# ---- design 1 ----
`src/rtl/adder_bist_ctrl.sv`:
```
// ---------------------------------------------------------------------------
// adder_bist_ctrl
//   Built-in self-test sequencer for an external WIDTH-bit adder under test
//   (AUT). Sweeps every {A,B} pair in index order, one vector per clock. It
//   compares the AUT sum against an internal golden add, counts mismatching
//   vectors and captures the first failing vector.
//
// Ports
//   clk            rising-edge clock
//   rst            asynchronous, active-high reset
//   start          begin a sweep; honoured only in IDLE or DONE
//   op_a, op_b     registered operands driven to the AUT
//   sum_in         AUT result (WIDTH+1 bits), LAT clocks behind op_a/op_b
//   busy           sweep or drain in progress
//   done           results valid; held until the next start
//   pass           done with zero mismatches
//   err_count      number of mismatching vectors
//   fail_valid     first_fail_* hold a captured vector
//   first_fail_a   A of the first mismatch
//   first_fail_b   B of the first mismatch
//   first_fail_sum AUT sum observed at the first mismatch
//   dbg_state      current FSM state (0 IDLE, 1 SWEEP, 2 DRAIN, 3 DONE)
//
// Handshake: start is a level sampled on each rising edge; it is acted on
// only in IDLE or DONE and ignored while busy. No ready/valid back-pressure
// exists: the AUT must accept one vector per clock.
// ---------------------------------------------------------------------------
module adder_bist_ctrl #(
    parameter int WIDTH = 4,
    parameter int LAT   = 0
) (
    input  logic               clk,
    input  logic               rst,
    input  logic               start,
    output logic [WIDTH-1:0]   op_a,
    output logic [WIDTH-1:0]   op_b,
    input  logic [WIDTH:0]     sum_in,
    output logic               busy,
    output logic               done,
    output logic               pass,
    output logic [2*WIDTH:0]   err_count,
    output logic               fail_valid,
    output logic [WIDTH-1:0]   first_fail_a,
    output logic [WIDTH-1:0]   first_fail_b,
    output logic [WIDTH:0]     first_fail_sum,
    output logic [1:0]         dbg_state
);

    localparam int VW     = 2 * WIDTH;
    localparam int DCW    = (LAT < 2) ? 1 : $clog2(LAT);
    localparam int LAT_M1 = (LAT > 0) ? LAT - 1 : 0;

    typedef enum logic [1:0] {
        S_IDLE  = 2'd0,
        S_SWEEP = 2'd1,
        S_DRAIN = 2'd2,
        S_DONE  = 2'd3
    } state_t;

    state_t          state_q, state_d;
    logic [VW-1:0]   vec_q;
    logic [DCW-1:0]  drain_q;
    logic            last_vec;
    logic            start_ok;
    logic [WIDTH:0]  gold_now;

    // Compare-slot view: the vector whose AUT result is on sum_in this cycle.
    logic            cmp_v;
    logic [WIDTH-1:0] cmp_a, cmp_b;
    logic [WIDTH:0]  cmp_g;

    assign last_vec = (vec_q == {VW{1'b1}});
    assign start_ok = start && ((state_q == S_IDLE) || (state_q == S_DONE));
    assign gold_now = {1'b0, op_a} + {1'b0, op_b};

    // Operands are the sweep index itself; it reads 0 outside SWEEP.
    assign op_a = vec_q[VW-1:WIDTH];
    assign op_b = vec_q[WIDTH-1:0];

    assign busy      = (state_q == S_SWEEP) || (state_q == S_DRAIN);
    assign done      = (state_q == S_DONE);
    assign pass      = done && (err_count == '0);
    assign dbg_state = state_q;

    // ------------------------------------------------------------ FSM
    always_ff @(posedge clk or posedge rst) begin
        if (rst) state_q <= S_IDLE;
        else     state_q <= state_d;
    end

    always_comb begin
        state_d = state_q;
        case (state_q)
            S_IDLE:  if (start) state_d = S_SWEEP;
            // With a combinational AUT the last vector is compared on the
            // edge that leaves SWEEP, so there is nothing left to drain.
            S_SWEEP: if (last_vec) state_d = (LAT == 0) ? S_DONE : S_DRAIN;
            S_DRAIN: if (drain_q == DCW'(LAT_M1)) state_d = S_DONE;
            S_DONE:  if (start) state_d = S_SWEEP;
            default: state_d = S_IDLE;
        endcase
    end

    // ------------------------------------------------------------ index / drain
    always_ff @(posedge clk or posedge rst) begin
        if (rst) begin
            vec_q   <= '0;
            drain_q <= '0;
        end else begin
            if (state_q == S_SWEEP) vec_q <= last_vec ? '0 : vec_q + 1'b1;
            else                    vec_q <= '0;
            if (state_q == S_DRAIN) drain_q <= drain_q + 1'b1;
            else                    drain_q <= '0;
        end
    end

    // ------------------------------------------------------------ delay line
    generate
        if (LAT == 0) begin : g_comb
            assign cmp_v = (state_q == S_SWEEP);
            assign cmp_a = op_a;
            assign cmp_b = op_b;
            assign cmp_g = gold_now;
        end else begin : g_pipe
            logic             dl_v [LAT];
            logic [WIDTH-1:0] dl_a [LAT];
            logic [WIDTH-1:0] dl_b [LAT];
            logic [WIDTH:0]   dl_g [LAT];

            always_ff @(posedge clk or posedge rst) begin
                if (rst) begin
                    for (int i = 0; i < LAT; i++) begin
                        dl_v[i] <= 1'b0;
                        dl_a[i] <= '0;
                        dl_b[i] <= '0;
                        dl_g[i] <= '0;
                    end
                end else begin
                    dl_v[0] <= (state_q == S_SWEEP);
                    dl_a[0] <= op_a;
                    dl_b[0] <= op_b;
                    dl_g[0] <= gold_now;
                    for (int i = 1; i < LAT; i++) begin
                        dl_v[i] <= dl_v[i-1];
                        dl_a[i] <= dl_a[i-1];
                        dl_b[i] <= dl_b[i-1];
                        dl_g[i] <= dl_g[i-1];
                    end
                end
            end

            assign cmp_v = dl_v[LAT-1];
            assign cmp_a = dl_a[LAT-1];
            assign cmp_b = dl_b[LAT-1];
            assign cmp_g = dl_g[LAT-1];
        end
    endgenerate

    // ------------------------------------------------------------ results
    // start never coincides with a valid compare: compares are only pending
    // in SWEEP/DRAIN, where start is ignored.
    always_ff @(posedge clk or posedge rst) begin
        if (rst) begin
            err_count      <= '0;
            fail_valid     <= 1'b0;
            first_fail_a   <= '0;
            first_fail_b   <= '0;
            first_fail_sum <= '0;
        end else if (start_ok) begin
            err_count      <= '0;
            fail_valid     <= 1'b0;
            first_fail_a   <= '0;
            first_fail_b   <= '0;
            first_fail_sum <= '0;
        end else if (cmp_v && (sum_in != cmp_g)) begin
            err_count <= err_count + 1'b1;
            if (!fail_valid) begin
                fail_valid     <= 1'b1;
                first_fail_a   <= cmp_a;
                first_fail_b   <= cmp_b;
                first_fail_sum <= sum_in;
            end
        end
    end

endmodule
```
`config.mk`:
```
export PLATFORM = sky130hd
export DESIGN_NAME = adder_bist_ctrl
export DESIGN_NICKNAME = d
export VERILOG_FILES = /design/src/rtl/adder_bist_ctrl.sv
export SDC_FILE = /design/constraint.sdc
export NUM_CORES = 1
export LEC_CHECK = 0
export ABC_AREA = 1
export CORE_UTILIZATION = 31
export CTS_CLUSTER_DIAMETER = 150
export CTS_CLUSTER_SIZE = 10
export DETAILED_ROUTE_END_ITERATION = 6
export PLACE_DENSITY = 0.55
export SLEW_MARGIN = 20
export SYNTH_ARGS = -nofsm -noshare
export SYNTH_HDL_FRONTEND = slang
export SYNTH_SLANG_ARGS = --single-unit
```
`constraint.sdc`:
```
create_clock -name clk -period 2.2 [get_ports clk]
set_clock_uncertainty 0.1 [all_clocks]
set_input_delay 0.55 -clock clk [delete_from_list [all_inputs] [get_ports clk]]
set_output_delay 0.55 -clock clk [all_outputs]
set_load 0.03 [all_outputs]
```
# ---- design 2 ----
===== src/rtl/result_uart_tx_if.sv =====
// Result-to-UART handshake bundle: one-cycle result strobe in, serial line and status out.
interface result_uart_tx_if;
  logic        i_valid;
  logic [17:0] i_result;
  logic [25:0] i_time;
  logic        o_txd;
  logic        o_busy;
  logic        o_drop;

  modport master (output i_valid, i_result, i_time, input o_txd, o_busy, o_drop);
  modport slave  (input i_valid, i_result, i_time, output o_txd, o_busy, o_drop);
endinterface


===== src/rtl/result_uart_tx.sv =====
// Sends "RRRRR TTTTTTT\r\n" (hex score, hex time) as 8N1 UART, with a one-deep pending frame slot.
module result_uart_tx #(
  parameter int BAUD_DIV = 434
) (
  input logic             clk,
  input logic             rst,
  result_uart_tx_if.slave u
);

  typedef enum logic [1:0] {IDLE, START, DATA, STOP} state_t;

  localparam logic [15:0] BAUD_LAST = 16'(BAUD_DIV - 1);

  state_t      state, state_nxt;
  logic [15:0] baud_cnt;
  logic [2:0]  bit_idx;
  logic [3:0]  byte_idx;
  logic        pend_vld;
  logic        drop_p1;
  logic [17:0] cur_result, pend_result;
  logic [25:0] cur_time, pend_time;
  logic [19:0] res_w;
  logic [27:0] tim_w;
  logic [7:0]  cur_byte;
  logic        txd;
  logic        baud_done, last_stop;
  logic        take_new, take_pend, fill_pend;

  function automatic logic [7:0] hex_ascii(input logic [3:0] nib);
    return (nib < 4'd10) ? {4'h3, nib} : (8'h37 + {4'h0, nib});
  endfunction

  assign baud_done = (baud_cnt == BAUD_LAST);
  assign last_stop = (state == STOP) && baud_done && (byte_idx == 4'd14);

  // A new request either starts a frame now, parks in the pending slot, or is dropped.
  // At frame end the pending frame is promoted, which frees the slot for a simultaneous request.
  assign take_pend = pend_vld && ((state == IDLE) || last_stop);
  assign take_new  = u.i_valid && !pend_vld && ((state == IDLE) || last_stop);
  assign fill_pend = u.i_valid && !take_new && (!pend_vld || take_pend);

  always_ff @(posedge clk or posedge rst) begin
    if (rst) state <= IDLE;
    else     state <= state_nxt;
  end

  always_comb begin
    state_nxt = state;
    case (state)
      IDLE:  if (u.i_valid || pend_vld) state_nxt = START;
      START: if (baud_done) state_nxt = DATA;
      DATA:  if (baud_done && (bit_idx == 3'd7)) state_nxt = STOP;
      STOP: begin
        if (baud_done) begin
          if (byte_idx != 4'd14)            state_nxt = START;
          else if (u.i_valid || pend_vld)   state_nxt = START;
          else                              state_nxt = IDLE;
        end
      end
      default: state_nxt = IDLE;
    endcase
  end

  always_ff @(posedge clk or posedge rst) begin
    if (rst) begin
      baud_cnt <= '0;
      bit_idx  <= '0;
      byte_idx <= '0;
      pend_vld <= 1'b0;
      drop_p1  <= 1'b0;
    end else begin
      if ((state == IDLE) || baud_done) baud_cnt <= '0;
      else                              baud_cnt <= baud_cnt + 16'd1;
      if ((state == DATA) && baud_done) bit_idx <= bit_idx + 3'd1;
      if ((state == STOP) && baud_done)
        byte_idx <= (byte_idx == 4'd14) ? 4'd0 : byte_idx + 4'd1;
      if (fill_pend)      pend_vld <= 1'b1;
      else if (take_pend) pend_vld <= 1'b0;
      drop_p1 <= u.i_valid && !take_new && !fill_pend;
    end
  end

  // Payload registers carry no reset; they are only read while a frame is active.
  always_ff @(posedge clk) begin
    if (take_new) begin
      cur_result <= u.i_result;
      cur_time   <= u.i_time;
    end else if (take_pend) begin
      cur_result <= pend_result;
      cur_time   <= pend_time;
    end
    if (fill_pend) begin
      pend_result <= u.i_result;
      pend_time   <= u.i_time;
    end
  end

  assign res_w = {2'b00, cur_result};
  assign tim_w = {2'b00, cur_time};

  always_comb begin
    cur_byte = 8'h0A;
    case (byte_idx)
      4'd0:    cur_byte = hex_ascii(res_w[19:16]);
      4'd1:    cur_byte = hex_ascii(res_w[15:12]);
      4'd2:    cur_byte = hex_ascii(res_w[11:8]);
      4'd3:    cur_byte = hex_ascii(res_w[7:4]);
      4'd4:    cur_byte = hex_ascii(res_w[3:0]);
      4'd5:    cur_byte = 8'h20;
      4'd6:    cur_byte = hex_ascii(tim_w[27:24]);
      4'd7:    cur_byte = hex_ascii(tim_w[23:20]);
      4'd8:    cur_byte = hex_ascii(tim_w[19:16]);
      4'd9:    cur_byte = hex_ascii(tim_w[15:12]);
      4'd10:   cur_byte = hex_ascii(tim_w[11:8]);
      4'd11:   cur_byte = hex_ascii(tim_w[7:4]);
      4'd12:   cur_byte = hex_ascii(tim_w[3:0]);
      4'd13:   cur_byte = 8'h0D;
      default: cur_byte = 8'h0A;
    endcase
  end

  always_comb begin
    txd = 1'b1;
    case (state)
      START:   txd = 1'b0;
      DATA:    txd = cur_byte[bit_idx];
      default: txd = 1'b1;
    endcase
  end

  assign u.o_txd  = txd;
  assign u.o_busy = (state != IDLE) || pend_vld;
  assign u.o_drop = drop_p1;

endmodule


===== src/flat_wrapper.sv =====
// flat-port wrapper written by rule: the top's interface ports become plain ports
module result_uart_tx_flat 
#(
  parameter int BAUD_DIV = 434
)
  (clk, rst, u_i_valid, u_i_result, u_i_time, u_o_txd, u_o_busy, u_o_drop);
  result_uart_tx_if u_i ();
  input logic clk;
  input logic rst;
  input wire logic [$bits(u_i.i_valid)-1:0] u_i_valid;
  input wire logic [$bits(u_i.i_result)-1:0] u_i_result;
  input wire logic [$bits(u_i.i_time)-1:0] u_i_time;
  output wire logic [$bits(u_i.o_txd)-1:0] u_o_txd;
  output wire logic [$bits(u_i.o_busy)-1:0] u_o_busy;
  output wire logic [$bits(u_i.o_drop)-1:0] u_o_drop;
  assign u_i.i_valid = u_i_valid;
  assign u_i.i_result = u_i_result;
  assign u_i.i_time = u_i_time;
  assign u_o_txd = u_i.o_txd;
  assign u_o_busy = u_i.o_busy;
  assign u_o_drop = u_i.o_drop;
  result_uart_tx #(.BAUD_DIV(BAUD_DIV)) u_core (.clk(clk), .rst(rst), .u(u_i));
endmodule

===== config.mk =====
export PLATFORM = sky130hd
export DESIGN_NAME = result_uart_tx_flat
export DESIGN_NICKNAME = d
export VERILOG_FILES = /design/src/rtl/result_uart_tx_if.sv /design/src/rtl/result_uart_tx.sv /design/src/flat_wrapper.sv
export SDC_FILE = /design/constraint.sdc
export NUM_CORES = 1
export LEC_CHECK = 0
export ABC_CLOCK_PERIOD_IN_PS = 8010
export CAP_MARGIN = 20
export CORE_MARGIN = 2
export CORE_UTILIZATION = 65
export CTS_CLUSTER_SIZE = 20
export DETAILED_ROUTE_END_ITERATION = 6
export DONT_BUFFER_PORTS = 1
export HOLD_SLACK_MARGIN = 0.08
export PLACE_DENSITY = 0.93
export SYNTH_ARGS = -nofsm -noshare
export SYNTH_HDL_FRONTEND = slang
export SYNTH_SLANG_ARGS = --single-unit

===== constraint.sdc =====
create_clock -name clk -period 8.01 [get_ports clk]
set_input_delay 1.602 -clock clk [delete_from_list [all_inputs] [get_ports clk]]
set_output_delay 1.602 -clock clk [all_outputs]
set_load 0.01 [all_outputs]

# ---- design 3 ----
$ cat src/rtl/qkd_event_writer.sv
// qkd_event_writer
//   Timestamps single-photon detector events, buffers them in a small FIFO and
//   writes one 16-bit record {chan, ts} per event into a ping-pong event RAM.
//   The RAM is split into two halves. A completed half is flagged in half_full
//   until the CPU releases it with ack_half.
//
// Ports
//   clk            in   clock for the block and the RAM
//   reset_n        in   asynchronous active-low reset
//   enable         in   1 = timestamp counter runs, events are captured
//   ev_valid       in   one-cycle detector event strobe
//   ev_chan[1:0]   in   detector/basis code, sampled with ev_valid
//   ack_half[1:0]  in   one-cycle release pulses, bit h releases half h
//   mem_address    out  RAM word address (ADDR_W bits)
//   mem_writedata  out  record {chan, ts}
//   mem_byteenable out  always 2'b11
//   mem_chipselect out  equals mem_write
//   mem_write      out  single-cycle write strobe
//   mem_clken      out  0 in reset, 1 afterwards
//   half_full[1:0] out  bit h = half h complete, awaiting ack
//   irq            out  |half_full
//   drop_count     out  saturating count of events lost to a full FIFO
//   state[1:0]     out  debug FSM state (0 IDLE, 1 RUN, 2 BLOCKED)
module qkd_event_writer #(
  parameter int unsigned ADDR_W     = 11,
  parameter int unsigned TS_W       = 14,
  parameter int unsigned FIFO_DEPTH = 4
) (
  input  logic              clk,
  input  logic              reset_n,
  input  logic              enable,
  input  logic              ev_valid,
  input  logic [1:0]        ev_chan,
  input  logic [1:0]        ack_half,
  output logic [ADDR_W-1:0] mem_address,
  output logic [15:0]       mem_writedata,
  output logic [1:0]        mem_byteenable,
  output logic              mem_chipselect,
  output logic              mem_write,
  output logic              mem_clken,
  output logic [1:0]        half_full,
  output logic              irq,
  output logic [15:0]       drop_count,
  output logic [1:0]        state
);

  localparam int unsigned PW    = $clog2(FIFO_DEPTH);
  localparam int unsigned REC_W = 2 + TS_W;

  typedef enum logic [1:0] {
    IDLE    = 2'd0,
    RUN     = 2'd1,
    BLOCKED = 2'd2
  } state_e;

  state_e            state_q, state_d;
  logic [TS_W-1:0]   ts_q, ts_d;
  logic [ADDR_W-1:0] wr_ptr_q, wr_ptr_d;
  logic [PW:0]       fifo_wp_q, fifo_wp_d;
  logic [PW:0]       fifo_rp_q, fifo_rp_d;
  logic [REC_W-1:0]  fifo_q [FIFO_DEPTH];
  logic [1:0]        half_full_q, half_full_d;
  logic [15:0]       drop_q, drop_d;
  logic [ADDR_W-1:0] mem_addr_q, mem_addr_d;
  logic [15:0]       mem_data_q, mem_data_d;
  logic              mem_write_q, mem_write_d;
  logic              clken_q;

  logic              fifo_empty, fifo_full;
  logic              capture, pop, push, drop;
  logic [1:0]        half_set;

  // Pointers carry one extra wrap bit so full and empty are distinguishable.
  assign fifo_empty = (fifo_wp_q == fifo_rp_q);
  assign fifo_full  = (fifo_wp_q[PW-1:0] == fifo_rp_q[PW-1:0]) &&
                      (fifo_wp_q[PW] != fifo_rp_q[PW]);

  assign capture = ev_valid && enable;
  assign pop     = !fifo_empty && !half_full_q[wr_ptr_q[ADDR_W-1]];
  // A pop in the same cycle frees a slot, so a full FIFO still accepts then.
  assign push    = capture && (!fifo_full || pop);
  assign drop    = capture && fifo_full && !pop;

  // Half completion is taken from the strobe currently on the RAM port, so
  // the flag rises the cycle after the last word of the half is written.
  always_comb begin
    half_set = '0;
    if (mem_write_q && (&mem_addr_q[ADDR_W-2:0])) begin
      half_set[mem_addr_q[ADDR_W-1]] = 1'b1;
    end
  end

  always_comb begin
    ts_d        = ts_q;
    wr_ptr_d    = wr_ptr_q;
    fifo_wp_d   = fifo_wp_q;
    fifo_rp_d   = fifo_rp_q;
    drop_d      = drop_q;
    mem_addr_d  = mem_addr_q;
    mem_data_d  = mem_data_q;
    mem_write_d = 1'b0;
    // Set wins over a simultaneous ack of the same half.
    half_full_d = half_set | (half_full_q & ~ack_half);

    if (enable) begin
      ts_d = ts_q + TS_W'(1);
    end
    if (push) begin
      fifo_wp_d = fifo_wp_q + (PW+1)'(1);
    end
    if (drop && (drop_q != '1)) begin
      drop_d = drop_q + 16'd1;
    end
    if (pop) begin
      fifo_rp_d   = fifo_rp_q + (PW+1)'(1);
      mem_addr_d  = wr_ptr_q;
      mem_data_d  = 16'(fifo_q[fifo_rp_q[PW-1:0]]);
      mem_write_d = 1'b1;
      wr_ptr_d    = wr_ptr_q + ADDR_W'(1);
    end
  end

  always_ff @(posedge clk or negedge reset_n) begin
    if (!reset_n) begin
      ts_q        <= '0;
      wr_ptr_q    <= '0;
      fifo_wp_q   <= '0;
      fifo_rp_q   <= '0;
      half_full_q <= '0;
      drop_q      <= '0;
      mem_addr_q  <= '0;
      mem_data_q  <= '0;
      mem_write_q <= 1'b0;
      clken_q     <= 1'b0;
    end else begin
      ts_q        <= ts_d;
      wr_ptr_q    <= wr_ptr_d;
      fifo_wp_q   <= fifo_wp_d;
      fifo_rp_q   <= fifo_rp_d;
      half_full_q <= half_full_d;
      drop_q      <= drop_d;
      mem_addr_q  <= mem_addr_d;
      mem_data_q  <= mem_data_d;
      mem_write_q <= mem_write_d;
      clken_q     <= 1'b1;
    end
  end

  // FIFO storage needs no reset; only the pointers define its contents.
  always_ff @(posedge clk) begin
    if (push) begin
      fifo_q[fifo_wp_q[PW-1:0]] <= {ev_chan, ts_q};
    end
  end

  // FSM: state register
  always_ff @(posedge clk or negedge reset_n) begin
    if (!reset_n) begin
      state_q <= IDLE;
    end else begin
      state_q <= state_d;
    end
  end

  // FSM: next state. Evaluated on the next-cycle flags and pointer so the
  // state leaves BLOCKED in the same cycle the acked flag clears.
  always_comb begin
    state_d = IDLE;
    if (half_full_d[wr_ptr_d[ADDR_W-1]]) begin
      state_d = BLOCKED;
    end else if (enable) begin
      state_d = RUN;
    end
  end

  // FSM: outputs
  always_comb begin
    state = state_q;
  end

  assign mem_address    = mem_addr_q;
  assign mem_writedata  = mem_data_q;
  assign mem_write      = mem_write_q;
  assign mem_chipselect = mem_write_q;
  assign mem_byteenable = 2'b11;
  assign mem_clken      = clken_q;
  assign half_full      = half_full_q;
  assign irq            = |half_full_q;
  assign drop_count     = drop_q;

endmodule

$ cat config.mk
export PLATFORM = sky130hd
export DESIGN_NAME = qkd_event_writer
export DESIGN_NICKNAME = d
export VERILOG_FILES = /design/src/rtl/qkd_event_writer.sv
export SDC_FILE = /design/constraint.sdc
export NUM_CORES = 1
export LEC_CHECK = 0
export ABC_AREA = 1
export CORE_MARGIN = 3
export CORE_UTILIZATION = 35
export CTS_CLUSTER_DIAMETER = 80
export DETAILED_ROUTE_END_ITERATION = 7
export DONT_BUFFER_PORTS = 1
export GPL_ROUTABILITY_DRIVEN = 0
export PLACE_DENSITY_LB_ADDON = 0.05
export SLEW_MARGIN = 25
export SYNTH_ARGS = -nofsm -noshare
export SYNTH_HDL_FRONTEND = slang
export SYNTH_SLANG_ARGS = --single-unit
$ cat constraint.sdc
create_clock -name clk -period 6.2 [get_ports clk]
set_input_delay 1.24 -clock clk [delete_from_list [all_inputs] [get_ports clk]]
set_output_delay 1.24 -clock clk [all_outputs]
set_load 0.05 [all_outputs]
# ---- design 4 ----
[src/rtl/video_timing_pkg.sv]
// Mode constants and TMDS control symbols shared by the video output path.
package video_timing_pkg;

  localparam int unsigned VGA_H_ACTIVE = 640;
  localparam int unsigned VGA_H_FRONT  = 16;
  localparam int unsigned VGA_H_SYNC   = 96;
  localparam int unsigned VGA_H_BACK   = 48;
  localparam int unsigned VGA_V_ACTIVE = 480;
  localparam int unsigned VGA_V_FRONT  = 10;
  localparam int unsigned VGA_V_SYNC   = 2;
  localparam int unsigned VGA_V_BACK   = 33;

  // DVI control-period symbols indexed by {vsync, hsync}
  localparam logic [9:0] TMDS_CTRL_00 = 10'b1101010100;
  localparam logic [9:0] TMDS_CTRL_01 = 10'b0010101011;
  localparam logic [9:0] TMDS_CTRL_10 = 10'b0101010100;
  localparam logic [9:0] TMDS_CTRL_11 = 10'b1010101011;

  typedef struct packed {
    logic [11:0] h_active;
    logic [11:0] h_front;
    logic [11:0] h_sync;
    logic [11:0] h_back;
    logic [11:0] v_active;
    logic [11:0] v_front;
    logic [11:0] v_sync;
    logic [11:0] v_back;
    logic        hsync_pol;
    logic        vsync_pol;
  } vtg_mode_t;

  localparam vtg_mode_t VGA_MODE = '{
    h_active:  12'(VGA_H_ACTIVE),
    h_front:   12'(VGA_H_FRONT),
    h_sync:    12'(VGA_H_SYNC),
    h_back:    12'(VGA_H_BACK),
    v_active:  12'(VGA_V_ACTIVE),
    v_front:   12'(VGA_V_FRONT),
    v_sync:    12'(VGA_V_SYNC),
    v_back:    12'(VGA_V_BACK),
    hsync_pol: 1'b0,
    vsync_pol: 1'b0
  };

  function automatic logic [9:0] tmds_ctrl_symbol(input logic vsync, input logic hsync);
    case ({vsync, hsync})
      2'b00:   return TMDS_CTRL_00;
      2'b01:   return TMDS_CTRL_01;
      2'b10:   return TMDS_CTRL_10;
      default: return TMDS_CTRL_11;
    endcase
  endfunction

endpackage

[src/rtl/vtg_delay.sv]
// WIDTH x DEPTH shift register with enable and synchronous reset to RESET_VAL.
// DEPTH = 0 degenerates to a wire.
module vtg_delay #(
  parameter int unsigned      WIDTH     = 1,
  parameter int unsigned      DEPTH     = 1,
  parameter logic [WIDTH-1:0] RESET_VAL = '0
) (
  input  logic             clk,
  input  logic             rst,
  input  logic             en,
  input  logic [WIDTH-1:0] d,
  output logic [WIDTH-1:0] q
);

  if (DEPTH == 0) begin : g_wire
    logic unused_ctl;
    assign unused_ctl = &{1'b0, clk, rst, en};
    assign q = d;
  end else begin : g_shift
    logic [WIDTH-1:0] stage [DEPTH];

    always_ff @(posedge clk) begin
      if (rst) begin
        for (int i = 0; i < int'(DEPTH); i++) stage[i] <= RESET_VAL;
      end else if (en) begin
        stage[0] <= d;
        for (int i = 1; i < int'(DEPTH); i++) stage[i] <= stage[i-1];
      end
    end

    assign q = stage[DEPTH-1];
  end

endmodule

[src/rtl/video_timing_gen.sv]
// Raster timing generator: x/y counters, sync/DE/strobe decode and an aligned output delay line.
// Define VTG_VSYNC_HALIGN_EN to move vsync edges onto the hsync leading edge.
module video_timing_gen
  import video_timing_pkg::*;
#(
  parameter int unsigned H_ACTIVE   = 32'(VGA_MODE.h_active),
  parameter int unsigned H_FRONT    = 32'(VGA_MODE.h_front),
  parameter int unsigned H_SYNC     = 32'(VGA_MODE.h_sync),
  parameter int unsigned H_BACK     = 32'(VGA_MODE.h_back),
  parameter int unsigned V_ACTIVE   = 32'(VGA_MODE.v_active),
  parameter int unsigned V_FRONT    = 32'(VGA_MODE.v_front),
  parameter int unsigned V_SYNC     = 32'(VGA_MODE.v_sync),
  parameter int unsigned V_BACK     = 32'(VGA_MODE.v_back),
  parameter int unsigned HSYNC_POL  = 32'(VGA_MODE.hsync_pol),
  parameter int unsigned VSYNC_POL  = 32'(VGA_MODE.vsync_pol),
  parameter int unsigned PIPE_DELAY = 0,
  localparam int unsigned H_TOTAL = H_ACTIVE + H_FRONT + H_SYNC + H_BACK,
  localparam int unsigned V_TOTAL = V_ACTIVE + V_FRONT + V_SYNC + V_BACK,
  localparam int unsigned XW      = $clog2(H_TOTAL),
  localparam int unsigned YW      = $clog2(V_TOTAL)
) (
  input  logic          pxl_clk,
  input  logic          rst,
  input  logic          en,
  output logic [XW-1:0] x,
  output logic [YW-1:0] y,
  output logic          hsync,
  output logic          vsync,
  output logic          de,
  output logic          line_start,
  output logic          frame_start
);

  localparam int unsigned HS_START = H_ACTIVE + H_FRONT;
  localparam int unsigned HS_END   = HS_START + H_SYNC;
  localparam int unsigned VS_START = V_ACTIVE + V_FRONT;
  localparam int unsigned VS_END   = VS_START + V_SYNC;
  localparam logic        HS_ON    = 1'(HSYNC_POL);
  localparam logic        VS_ON    = 1'(VSYNC_POL);
  localparam int unsigned BW       = XW + YW + 5;
  localparam logic [BW-1:0] RST_BUNDLE = {XW'(0), YW'(0), ~HS_ON, ~VS_ON, 3'b000};

  if (H_FRONT == 0 || H_SYNC == 0 || H_BACK == 0 || V_FRONT == 0 || V_SYNC == 0 ||
      V_BACK == 0 || PIPE_DELAY > 15) begin : g_param_check
    $error("video_timing_gen: porch/sync must be nonzero and PIPE_DELAY <= 15");
  end

  logic [XW-1:0] cnt_x;
  logic [YW-1:0] cnt_y;
  logic          hs_act_c, vs_act_c, de_c, ls_c, fs_c;
  logic [BW-1:0] bundle_c, bundle_q;

  // Raster position counters; y steps on the x wrap
  always_ff @(posedge pxl_clk) begin
    if (rst) begin
      cnt_x <= '0;
      cnt_y <= '0;
    end else if (en) begin
      if (cnt_x == XW'(H_TOTAL - 1)) begin
        cnt_x <= '0;
        cnt_y <= (cnt_y == YW'(V_TOTAL - 1)) ? '0 : cnt_y + YW'(1);
      end else begin
        cnt_x <= cnt_x + XW'(1);
      end
    end
  end

  always_comb begin
    de_c     = (cnt_x < XW'(H_ACTIVE)) && (cnt_y < YW'(V_ACTIVE));
    hs_act_c = (cnt_x >= XW'(HS_START)) && (cnt_x < XW'(HS_END));
`ifdef VTG_VSYNC_HALIGN_EN
    vs_act_c = ((cnt_y == YW'(VS_START)) && (cnt_x >= XW'(HS_START))) ||
               ((cnt_y >  YW'(VS_START)) && (cnt_y <  YW'(VS_END)))   ||
               ((cnt_y == YW'(VS_END))   && (cnt_x <  XW'(HS_START)));
`else
    vs_act_c = (cnt_y >= YW'(VS_START)) && (cnt_y < YW'(VS_END));
`endif
    ls_c     = (cnt_x == '0);
    fs_c     = ls_c && (cnt_y == '0);
    bundle_c = {cnt_x, cnt_y,
                hs_act_c ? HS_ON : ~HS_ON,
                vs_act_c ? VS_ON : ~VS_ON,
                de_c, ls_c, fs_c};
  end

  // First stage is the decode register; the rest is PIPE_DELAY alignment
  vtg_delay #(
    .WIDTH     (BW),
    .DEPTH     (PIPE_DELAY + 1),
    .RESET_VAL (RST_BUNDLE)
  ) u_delay (
    .clk (pxl_clk),
    .rst (rst),
    .en  (en),
    .d   (bundle_c),
    .q   (bundle_q)
  );

  assign {x, y, hsync, vsync, de, line_start, frame_start} = bundle_q;

endmodule

[config.mk]
export PLATFORM = sky130hd
export DESIGN_NAME = video_timing_gen
export DESIGN_NICKNAME = d
export VERILOG_FILES = /design/src/rtl/video_timing_pkg.sv /design/src/rtl/vtg_delay.sv /design/src/rtl/video_timing_gen.sv
export SDC_FILE = /design/constraint.sdc
export NUM_CORES = 1
export LEC_CHECK = 0
export CORE_MARGIN = 2
export CORE_UTILIZATION = 56
export CTS_CLUSTER_SIZE = 40
export DETAILED_ROUTE_END_ITERATION = 10
export DONT_BUFFER_PORTS = 1
export PLACE_DENSITY = 0.74
export SYNTH_ARGS = -nofsm -noshare
export SYNTH_HDL_FRONTEND = slang
export SYNTH_SLANG_ARGS = --single-unit
[constraint.sdc]
create_clock -name pxl_clk -period 1.5 [get_ports pxl_clk]
set_clock_uncertainty 0.15 [all_clocks]
set_input_delay 0.375 -clock pxl_clk [delete_from_list [all_inputs] [get_ports pxl_clk]]
set_output_delay 0.375 -clock pxl_clk [all_outputs]
set_load 0.02 [all_outputs]
design_4/clocks.png
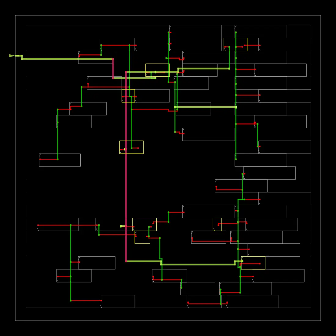
number of buffers created by CTS: 5
Seq Cell Count: 45

==> out/metrics.yaml, design 4 <==
portBuffers: 0
fp-utilization_pct: 57.1
whs_ps: -35.1
violations: "negative hold slack, negative setup slack"
finalSetupViolations: 20
fin_ws_ps: -285
r2r_slack_ps: -280
status: "finished with violations"
pwr-share-comb_pct: 5.2
netSwitchingFraction_pct: 24.6
antenna_left: 0
muxShareOfSynthArea_pct: 0.486
grt_overflow: 0
synthFlopType: "edfxtp_1"
finalHoldViolCount: 6
route.vias.total: 1589
die_h_um: 64.7
comb_share_pct: 36.8
route.detailed.drc: 0
design 4: timing repair:
item	in CTS	in global routing
pin swaps	11	17
resized	13	25
hold endpoints to repair	6	6
setup endpoints to repair	21	23
gates cloned	0	0
buffers inserted	5	4
design 4: stage by stage:
stage                     area, µm²  hold WS, ps  total power [W]
after global placement         2310          289          0.00151
after global routing           2650        -45.0          0.00237
final                          2650        -35.1          0.00230
after floorplan                2110          322          0.00149
after detailed placement       2310          291          0.00152
after CTS                      2500        -39.5          0.00228
design 4: state kept, by name, summed over array words and instances (netlist names):
name                   count
u_delay.g_shift.stage     25
cnt_x                     10
cnt_y                     10
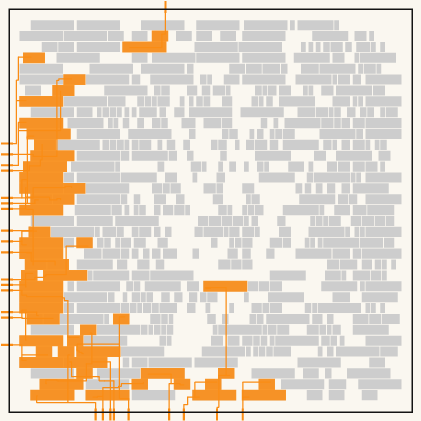
design_2/io_fan.png
Scale: 4 px per µm.
| colour | port | bits | direction | edge | end cells | buffers | wire |
|---|---|---|---|---|---|---|---|
| orange | u_i_time | 26 | input | 16 left, 9 bottom, 1 top | 52 | 0 | 602 µm |
I/O pin total: 50
port bufs: 0

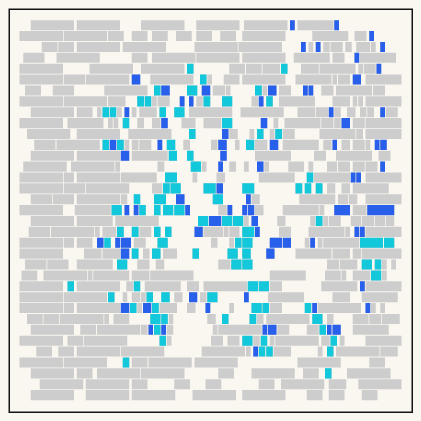
design_2/logic_types.png
Scale: 4 px per µm.
| colour | family | cells | most used |
|---|---|---|---|
| cyan | inverting AOI/OAI gates | 99 | o21ai_0 |
| blue | NOR gates | 79 | nor2_1 |
Post-Layout Cell Count: 646
Comb area share: 37.9%

==> out/metrics.yaml, design 2 <==
finalSetupViolations: 0
status: "complete, no violations"
flop_area_um2: 3320
crit_top_cell: "nor4b_1"
route.vias.total: 4236
syn_avg_cell_area_um2: 11.7
worst_path_max_delay_cell: "nor4b_1"
wl_met3_um: 770
relSlewSlack_pct: 27.9
synth_top_area_share_pct: 43.8
tightest_slew_ps: 1070
synth_async_sr_flop_share_pct: 23.5
warnings: 30
placed_area_um2: 6110
grt_max_degree: 45
hold_depth: 1
n_antenna_cell: 0
routed_wl_mm: 14.2
topRoutingLayerUsed: "met4"
n_tap_cell: 111
[design 2: stage by stage]
step                      utilization (%)  total power, W  cells
final                                73.6         0.00236    646
after global routing                 73.6         0.00247    646
after CTS                            73.3         0.00237    645
after detailed placement             67.0         0.00163    614
after global placement               67.0         0.00158    614
after floorplan                         -         0.00146    515
[design 2: where the power goes]
part	internal (W)	switching, W
Clock	0.000444	0.000285
Combinational	0.000239	0.000361
Sequential	0.000899	0.000137
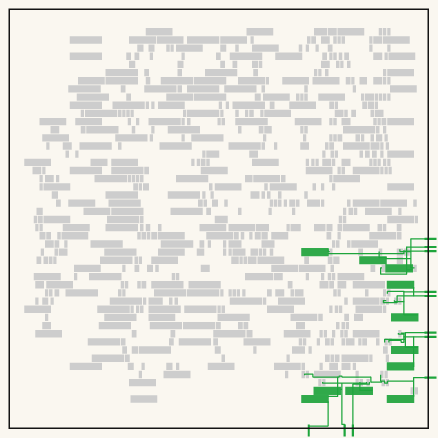
design_3/io_fan.png
Scale: 3 px per µm.
| colour | port | bits | direction | edge | end cells | buffers | wire |
|---|---|---|---|---|---|---|---|
| green | mem_address | 11 | output | 8 right, 3 bottom | 11 | 0 | 336 µm |
port bufs: 0
I/O pin total: 61

==> out/metrics.yaml, design 3 <==
status: "complete, no violations"
nFillCells: 1710
largestClassByArea: "flip-flops and latches"
r2r_slack_ps: 3320
warnings: 29
pg_comb_w: 0.000636
r2r_end: "state[0]$_DFF_PN0_"
edf_count: 64
synth_top_area_share_pct: 32.2
route.detailed.drc: 0
crit_fanout: 48
clock_path_buffers: 2
finalHoldViolCount: 0
netSwitchingFraction_pct: 38.0
first_global_vias: 4165
gr-usage-met3_pct: 5.00
tns_ps: 0
muxShareOfSynthArea_pct: 0
timing.fmax_ghz: 0.348
worstSetupPathDepth: 10
nNetsFinal: 628
slew_violations: 0
wl_met2_mm: 6.26
==> design 3: kinds of logic (layout without fill, tap and decap cells) <==
kind of cell	Yosys count	in the layout
AND-OR/OR-AND	72	72
XOR/XNOR	34	34
adder cells (fa/ha/maj)	8	8
buffers and inverters	65	76
flip-flops	144	144
other	1	3
AND/OR/NAND/NOR	287	287
==> design 3: flip-flops by register name, summed over array words and instances, names as in the netlist <==
signal          flops
drop_count         16
fifo_q             64
fifo_rp_q           3
fifo_wp_q           3
half_full           2
mem_address        11
mem_chipselect      1
mem_clken           1
mem_writedata      16
state               2
ts_q               14
wr_ptr_q           11
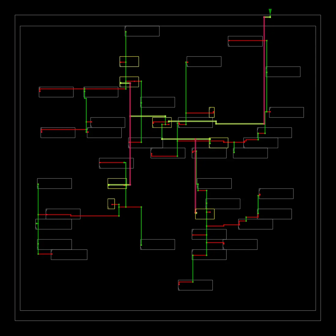
design_1/clocks.png
clock sinks: 34
Seq Cell Count: 34
Worst-Skew Late Latency: 290 ps
clock group power: 0.000485 W

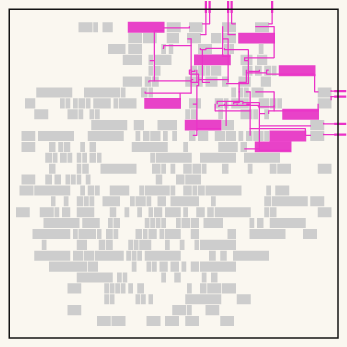
design_1/io_fan.png
Scale: 4 px per µm.
| colour | port | bits | direction | edge | end cells | buffers | wire |
|---|---|---|---|---|---|---|---|
| magenta | err_count | 9 | output | 5 top, 4 right | 9 | 9 | 404 µm |
I/O pin total: 44
port bufs: 43

==> out/metrics.yaml, design 1 <==
status: "complete, no violations"
p_sw_w: 0.000616
htreeDepth: 2
wl_per_cell_um: 12.0
top_usage_layer: "met2"
die-area_um2: 6700
cp-endpoint: "first_fail_b[3]$_DFFE_PP0P_"
final_area_um2: 2680
p_int_w: 0.00118
flop_area_um2: 853
n_antenna_cell: 0
postSynthSeqShare_pct: 43.1
cts_tree: "yes"
pwr-share-comb_pct: 28.1
die_h_um: 81.8
wl_met2_mm: 2.05
relSlewSlack_pct: 70.1
slew_violations: 0
critical_path.n_buffers_inverters: 1
netlist_instances: 250
routed_via_density: 4.52
r2r_slack_ps: 40
route.detailed.drc: 0
crit_arrival_ps: 2240
[design 1: area by class of cell]
| cell class | count | share of cell area [%] |
|---|---|---|
| timing repair buffer | 54 | 19.2 |
| multi-input combinational | 174 | 37.2 |
| sequential | 34 | 31.8 |
| tap | 75 | 3.50 |
| inverter | 35 | 4.90 |
| clock inverter | 1 | 0.186 |
| clock buffer | 7 | 3.22 |


## Gallery

Sequential cells coloured by netlist name.
panel A
Scale: 4 px per µm.
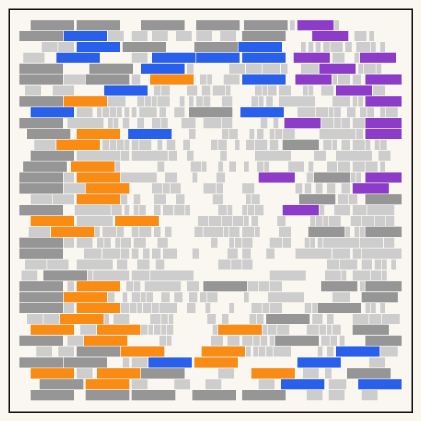
panel B
Scale: 3 px per µm.
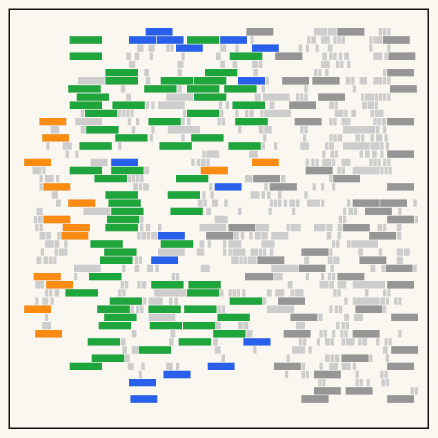
panel C
Scale: 6 px per µm.
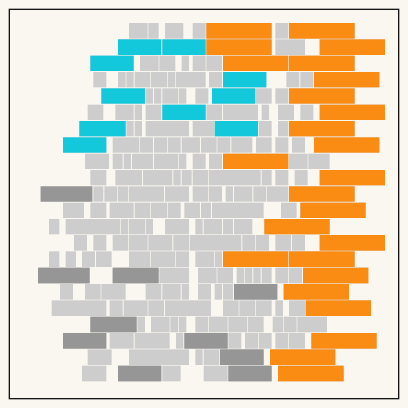
panel D
Scale: 4 px per µm.
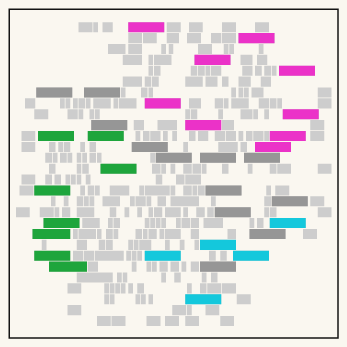
Design 4 is panel C.
Design 3 is panel B.
Design 2 is panel A.
Design 1 is panel D.
Of these, most cells: panel B
Of these, fewest cells: panel C


==> gallery <==
Cell area per tile.
image #1
Scale: 4 px per µm. 6 x 6 tiles, from dark purple (low) to yellow (high), 0 to 100% covered.
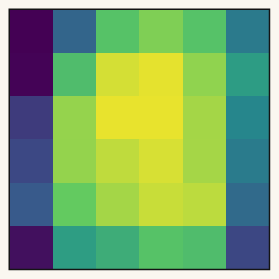
image #2
Scale: 2 px per µm. 14 x 14 tiles, from dark purple (low) to yellow (high), 0 to 100% covered.
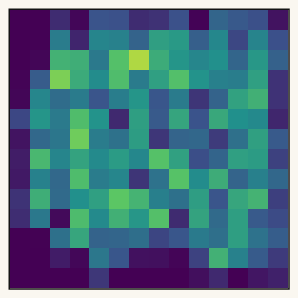
image #3
Scale: 3 px per µm. 10 x 10 tiles, from dark purple (low) to yellow (high), 0 to 100% covered.
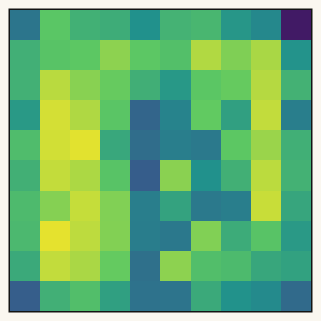
image #4
Scale: 3 px per µm. 8 x 8 tiles, from dark purple (low) to yellow (high), 0 to 100% covered.
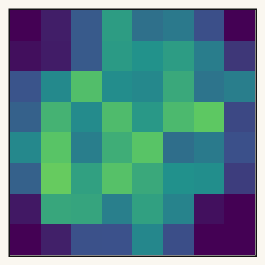
The one with the smallest die is image #1.
- design 2 = image #3
- design 4 = image #1
- design 3 = image #2
- design 1 = image #4

Power is estimated from default activity; no workload was simulated.
